# block 1

block_1/sizing.png
Scale: 3 px per um.
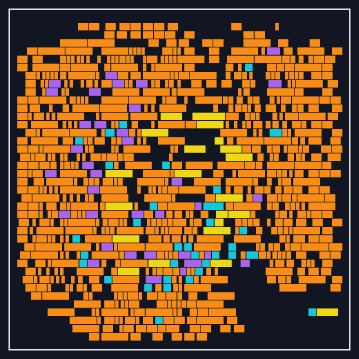
block_1/m3.png
Scale: 2 px per um.
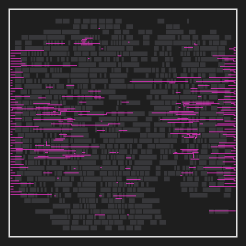
block_1/placed.png
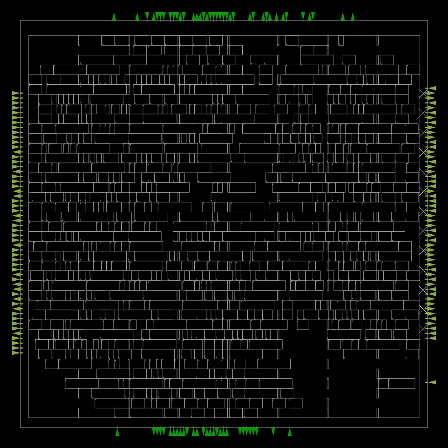
<file path="config.mk">
export PLATFORM = sky130hd
export DESIGN_NAME = store_data_formatter
export DESIGN_NICKNAME = d
export VERILOG_FILES = /design/src/rtl/store_data_formatter.sv
export SDC_FILE = /design/constraint.sdc
export NUM_CORES = 1
export LEC_CHECK = 0
export CORE_MARGIN = 2
export CORE_UTILIZATION = 47
export DETAILED_ROUTE_END_ITERATION = 7
export HOLD_SLACK_MARGIN = 0.05
export PLACE_DENSITY = 0.91
export SYNTH_ARGS = -nofsm -noshare
export SYNTH_HDL_FRONTEND = slang
export SYNTH_SLANG_ARGS = --single-unit
</file>
<file path="constraint.sdc">
create_clock -name CLK -period 2.4 [get_ports CLK]
set_input_delay 0.72 -clock CLK [delete_from_list [all_inputs] [get_ports CLK]]
set_output_delay 0.72 -clock CLK [all_outputs]
set_load 0.05 [all_outputs]
</file>
<file path="src/rtl/store_data_formatter.sv">
// Store write-data formatter: builds lane-replicated data and byte enables for a store
// request and runs the MOV/MOC write handshake, splitting doublewords into two word beats.
module store_data_formatter #(
    parameter int TIMEOUT = 16,
    parameter int TO_W    = 5
) (
    input  logic        CLK,
    input  logic        CLR,
    input  logic        START,
    input  logic [31:0] ADDR,
    input  logic [31:0] D,
    input  logic [31:0] DH,
    input  logic [1:0]  dataSize,
    input  logic        MOC,
    output logic        MOV,
    output logic [31:0] MADDR,
    output logic [31:0] MDATA,
    output logic [3:0]  BE,
    output logic        BUSY,
    output logic        DONE,
    output logic        ERR
);

    localparam logic [2:0] IDLE  = 3'd0;
    localparam logic [2:0] BEAT0 = 3'd1;
    localparam logic [2:0] GAP   = 3'd2;
    localparam logic [2:0] BEAT1 = 3'd3;
    localparam logic [2:0] FIN   = 3'd4;
    localparam logic [2:0] FAULT = 3'd5;

    localparam logic [TO_W-1:0] CNT_LAST = TO_W'(TIMEOUT - 1);

    logic [2:0]      state;
    logic [TO_W-1:0] cnt;
    logic [31:0]     dh_q;
    logic            dword_q;

    logic            aligned;
    logic [31:0]     lane_data;
    logic [3:0]      lane_be;

    // Beat-0 lanes and the alignment check, decoded straight from the request inputs.
    always_comb begin
        aligned   = 1'b1;
        lane_data = D;
        lane_be   = 4'b1111;
        case (dataSize)
            2'b00: begin
                lane_data = {4{D[7:0]}};
                lane_be   = 4'b0001 << ADDR[1:0];
            end
            2'b01: begin
                aligned   = ~ADDR[0];
                lane_data = {2{D[15:0]}};
                lane_be   = ADDR[1] ? 4'b1100 : 4'b0011;
            end
            default: aligned = (ADDR[1:0] == 2'b00);
        endcase
    end

    // NOTE: all state and outputs update with non-blocking assignments so every
    // register samples pre-edge values, keeping the outputs cleanly registered.
    always_ff @(posedge CLK or negedge CLR) begin
        if (!CLR) begin
            state   <= IDLE;
            cnt     <= '0;
            dh_q    <= '0;
            dword_q <= 1'b0;
            MOV     <= 1'b0;
            MADDR   <= '0;
            MDATA   <= '0;
            BE      <= '0;
            BUSY    <= 1'b0;
            DONE    <= 1'b0;
            ERR     <= 1'b0;
        end else begin
            DONE <= 1'b0;
            ERR  <= 1'b0;
            case (state)
                IDLE: begin
                    if (START) begin
                        BUSY    <= 1'b1;
                        dh_q    <= DH;
                        dword_q <= (dataSize == 2'b11);
                        if (aligned) begin
                            state <= BEAT0;
                            cnt   <= '0;
                            MOV   <= 1'b1;
                            MADDR <= {ADDR[31:2], 2'b00};
                            MDATA <= lane_data;
                            BE    <= lane_be;
                        end else begin
                            state <= FAULT;
                            DONE  <= 1'b1;
                            ERR   <= 1'b1;
                        end
                    end
                end
                BEAT0, BEAT1: begin
                    if (MOC) begin
                        MOV <= 1'b0;
                        BE  <= '0;
                        if (state == BEAT0 && dword_q) begin
                            state <= GAP;
                        end else begin
                            state <= FIN;
                            DONE  <= 1'b1;
                        end
                    end else if (cnt == CNT_LAST) begin
                        // Memory never answered: abandon the beat and report an error.
                        MOV   <= 1'b0;
                        BE    <= '0;
                        state <= FAULT;
                        DONE  <= 1'b1;
                        ERR   <= 1'b1;
                    end else begin
                        cnt <= cnt + 1'b1;
                    end
                end
                GAP: begin
                    state <= BEAT1;
                    cnt   <= '0;
                    MOV   <= 1'b1;
                    MADDR <= MADDR + 32'd4;
                    MDATA <= dh_q;
                    BE    <= 4'b1111;
                end
                FIN, FAULT: begin
                    state <= IDLE;
                    BUSY  <= 1'b0;
                end
                default: begin
                    state <= IDLE;
                    MOV   <= 1'b0;
                    BE    <= '0;
                    BUSY  <= 1'b0;
                end
            endcase
        end
    end

endmodule

</file>
==> run notes <==
Implementation results. The flow ran to the end, but the final reports show violations. The cell-mix breakdown from Yosys lists the simple-gate area share as 0.235. Total DRC errors in the routed layout landed at 13. Pin placement for this block handled 174 I/O pins. Summing all multiplexer cells gives an area fraction of 0.0446. Max fanout on the critical path was recorded as 7. Buffers plus inverters on the worst setup path landed at 1. The first global-routing pass estimated 27700 um of wire.

The checks that failed: design-rule violations. Vertical die size landed at 113 um. Number of cells on the worst reg-to-reg path landed at 6. Number of failing hold endpoints at the final stage landed at 0. Post-cts resize count landed at 2. Ranked by total area, the top cell class in this layout is registers. Cell count after placement landed at 932. Multi-input logic gates represent a cell area share of 0.329.

Data on the critical path is required at its endpoint by 1680 ps. A synthesized cell averages 8.96 um^2. Per the placement log, port buffering inserted 171 buffers.

The cell type that accounts for the most area after synthesis is dfrtp_1. During tapcell insertion the tool placed 143 well taps. Overall power consumption after layout is estimated at 11300 uW. Number of sinks driven by the clock tree landed at 111.
## Picture notes: block_1/sizing.png
color	size	cells	share
cyan	x3 and x4	33	4.1%
purple	x2	35	4.3%
yellow	x6 and larger	21	2.6%
orange	x1 and smaller	716	89%

## Picture notes: block_1/m3.png
nets with wire on the layer	175
main direction	horizontal
share of all routed wire	8.5%

## Picture notes: block_1/placed.png
number of placement rows: 39
core area: 11500 um^2

-- kinds of logic (layout without fill, tap and decap cells) --
logic type / Yosys count / count (layout)
fa+ha+maj: 4 / 4
flops: 111 / 111
simple gates: 298 / 298
compound gates: 139 / 139
other cells: 1 / 2
mux: 23 / 23
buf+inv: 46 / 227
xor+xnor: 1 / 1
-- registers in the layout (all words and copies together) (netlist names), 3 cells and up --
name and flops:
BE 4, MADDR 30, dh_q 32, MDATA 32, cnt 5, state 3
-- where the power goes --
group          internal (uW)  leakage, uW  switching [uW]  total (uW)
combinational           2300      0.00199            3920        6220
sequential              2770      0.00134             779        3550
clock                    829     0.000146             710        1540
total                   5900      0.00347            5410       11300
-- per-layer routing --
metal / vias up / wire length (um) / GRT usage
met5: - / 0 / 0
met4: 0 / 499 / 0.106
met3: 42 / 1480 / 0.0487
met2: 314 / 8560 / 0.453
met1: 2689 / 6910 / 0.344
li1: 2574 / - / -
-- placed cells by master, fill, tap and decap left out, drive strengths merged, types with 15 or more instances in the layout --
cell,n
o21ai,29
nand2,147
nor2,72
a21oi,28
mux2,15
clkdlybuf4s50,162
buf,36
nand3,23
dfrtp,111
nor3,16

# block 2

block_2/sizing.png
Scale: 6 px per um.
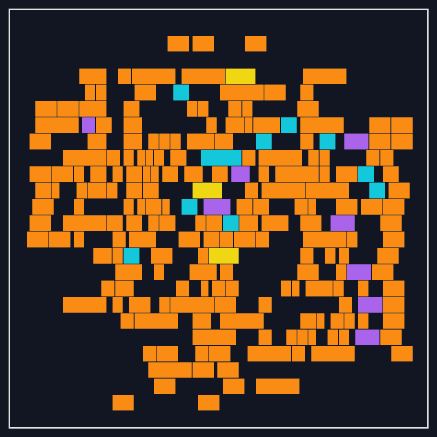
block_2/ff_map.png
Scale: 6 px per um.
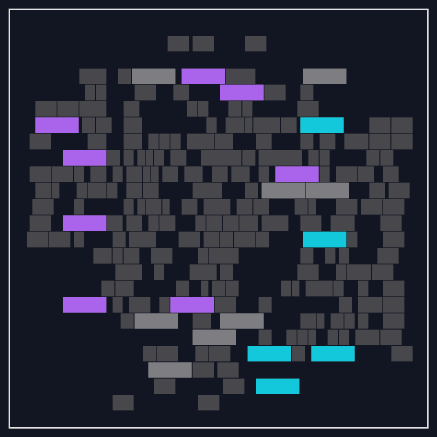
block_2/class_map.png
Scale: 6 px per um.
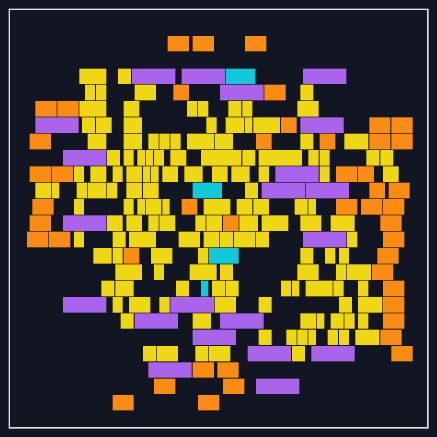
**config.mk**
```make
export PLATFORM = sky130hd
export DESIGN_NAME = cpu_datapath
export DESIGN_NICKNAME = d
export VERILOG_FILES = /design/src/rtl/cpu_datapath_pkg.sv /design/src/rtl/cpu_alu.sv /design/src/rtl/cpu_datapath.sv
export SDC_FILE = /design/constraint.sdc
export NUM_CORES = 1
export LEC_CHECK = 0
export CORE_MARGIN = 2
export CORE_UTILIZATION = 35
export DETAILED_ROUTE_END_ITERATION = 16
export PLACE_DENSITY = 0.7
export SKIP_LAST_GASP = 1
export SYNTH_ARGS = -nofsm -noshare
export SYNTH_HDL_FRONTEND = slang
export SYNTH_SLANG_ARGS = --single-unit
```
**constraint.sdc**
```tcl
create_clock -name clk -period 2.4 [get_ports clk]
set_clock_uncertainty 0.15 [all_clocks]
set_input_delay 0.36 -clock clk [delete_from_list [all_inputs] [get_ports clk]]
set_output_delay 0.36 -clock clk [all_outputs]
set_load 0.005 [all_outputs]
```
**src/rtl/cpu_datapath_pkg.sv**
```systemverilog
// Shared opcode encoding and widths for the accumulator CPU.
// Controller, datapath and benches all take opcodes from here.
package cpu_datapath_pkg;

  localparam int DW  = 8;
  localparam int AW  = 5;
  localparam int OPW = 3;

  typedef enum logic [OPW-1:0] {
    OP_HLT = 3'd0,
    OP_SKZ = 3'd1,
    OP_ADD = 3'd2,
    OP_AND = 3'd3,
    OP_XOR = 3'd4,
    OP_LDA = 3'd5,
    OP_STO = 3'd6,
    OP_JMP = 3'd7
  } opcode_e;

endpackage

```
**src/rtl/cpu_alu.sv**
```systemverilog
// Combinational ALU: a is the accumulator, b is memory read data.
// Non-arithmetic opcodes pass the accumulator through unchanged.
module cpu_alu
  import cpu_datapath_pkg::*;
#(
  parameter int DWIDTH = 8,
  parameter int OPW    = 3
) (
  input  logic [OPW-1:0]    opcode,
  input  logic [DWIDTH-1:0] a,
  input  logic [DWIDTH-1:0] b,
  output logic [DWIDTH-1:0] out
);

  always_comb begin
    out = a;
    case (opcode)
      OP_ADD:  out = a + b;
      OP_AND:  out = a & b;
      OP_XOR:  out = a ^ b;
      OP_LDA:  out = b;
      default: out = a;
    endcase
  end

endmodule

```
**src/rtl/cpu_datapath.sv**
```systemverilog
// PC, IR and accumulator with address mux, steered by controller strobes.
// Returns opcode and zero so the controller can sequence the next step.
module cpu_datapath
  import cpu_datapath_pkg::*;
#(
  parameter int DWIDTH = 8,
  parameter int AWIDTH = 5,
  parameter int OPW    = 3
) (
  input  logic              clk,
  input  logic              rst,
  input  logic              sel,
  input  logic              ld_ir,
  input  logic              inc_pc,
  input  logic              ld_pc,
  input  logic              ld_ac,
  input  logic              data_e,
  input  logic              halt,
  input  logic [DWIDTH-1:0] mem_rdata,
  output logic [AWIDTH-1:0] mem_addr,
  output logic [DWIDTH-1:0] mem_wdata,
  output logic              mem_wdata_en,
  output logic [OPW-1:0]    opcode,
  output logic              zero,
  output logic [AWIDTH-1:0] pc_dbg
);

  if (OPW + AWIDTH != DWIDTH) begin : g_width_chk
    $error("cpu_datapath: OPW + AWIDTH must equal DWIDTH");
  end

  logic [AWIDTH-1:0] pc;
  logic [DWIDTH-1:0] ir;
  logic [DWIDTH-1:0] acc;
  logic [DWIDTH-1:0] alu_out;
  logic [AWIDTH-1:0] ir_addr;

  assign ir_addr = ir[AWIDTH-1:0];
  assign opcode  = ir[DWIDTH-1:AWIDTH];

  cpu_alu #(
    .DWIDTH (DWIDTH),
    .OPW    (OPW)
  ) u_alu (
    .opcode (opcode),
    .a      (acc),
    .b      (mem_rdata),
    .out    (alu_out)
  );

  // ALU op and jump target both read the pre-edge IR
  always_ff @(posedge clk) begin
    if (!rst) begin
      pc  <= '0;
      ir  <= '0;
      acc <= '0;
    end else if (!halt) begin
      if (ld_ir)       ir  <= mem_rdata;
      if (ld_pc)       pc  <= ir_addr;
      else if (inc_pc) pc  <= pc + AWIDTH'(1);
      if (ld_ac)       acc <= alu_out;
    end
  end

  assign mem_addr     = sel ? pc : ir_addr;
  assign mem_wdata    = acc;
  assign mem_wdata_en = data_e;
  assign zero         = (acc == '0);
  assign pc_dbg       = pc;

endmodule

```
==> run notes <==
Implementation results. In this run, power in the clock network comes to 231 uW. Per the detailed-route log, wirelength across all metal layers totals 4000 um. Fraction of area in multi-input gates landed at 0.511.

The synthesized netlist was found by Yosys to have 175 cells. Total via count in the routed design landed at 1503. The most common cell in the synthesized netlist is dfxtp_1. Per the synth log, the flip-flop and latch total comes to 21. TritonCTS built the clock tree. In this run the worst path has a maximum fanout of 4. The layout has 46 buffers outside the clock class.

The run finished with clean final reports. At the floorplan stage, the core utilization is reported as 0.370. The synthesis report lists the most area-consuming cells as dfxtp_1 28%, ha_1 7.5%, mux2i_1 6.0%. The worst setup path is captured at an output pin. Layout sequential cell count landed at 21.
## Picture notes: block_2/sizing.png
color	size	cells	share
cyan	x3 and x4	10	4.7%
yellow	x6 and larger	3	1.4%
orange	x1 and smaller	192	90%
purple	x2	8	3.8%

## Picture notes: block_2/ff_map.png
color	name in the netlist	sequential cells
cyan	`pc_dbg`	5
purple	`mem_wdata`	8
not colored	8

## Picture notes: block_2/class_map.png
color	class	cells	share of their area
cyan	clock drivers and dummy loads	4	2.3%
yellow	remaining logic cells	142	53%
purple	sequential cells	21	22%
orange	remaining buffers and delay cells	46	23%

flip-flops by register name, indices dropped and copies added (netlist names):
register   flops
ir             8
mem_wdata      8
pc_dbg         5
per-stage QoR:
step	area [um^2]	power [uW]	std cells
final	1980	807	263
after global routing	1980	859	263
after CTS	1980	817	263
after detailed placement	1940	582	259
after global placement	1940	580	259
after floorplan	1500	493	175
worst register-to-register path, stage by stage, from the launching register on:
cell	delay, ps
dfxtp_1	340
ha_1	220
fa_1	410
a211oi_1	320
o21bai_1	120
a21oi_1	180
xnor2_1	80
a21o_1	150
logic make-up after synthesis:
logic type,share of synthesized area
adder cells (fa/ha/maj),0.0883
XOR/XNOR,0.0117
AND-OR/OR-AND,0.302
buffers and inverters,0.0466
AND/OR/NAND/NOR,0.174
flip-flops,0.280
multiplexers,0.0974
routing by layer:
layer | wire (um) | GRT usage | vias to the layer above | part of all wire
met5 | 0 | 0 | - | 0
met4 | 67 | 0.0588 | 0 | 0.017
met3 | 216 | 0.0276 | 8 | 0.054
met2 | 1840 | 0.281 | 56 | 0.46
met1 | 1870 | 0.234 | 705 | 0.47
li1 | - | - | 734 | -

Power is estimated from default activity; no workload was simulated.
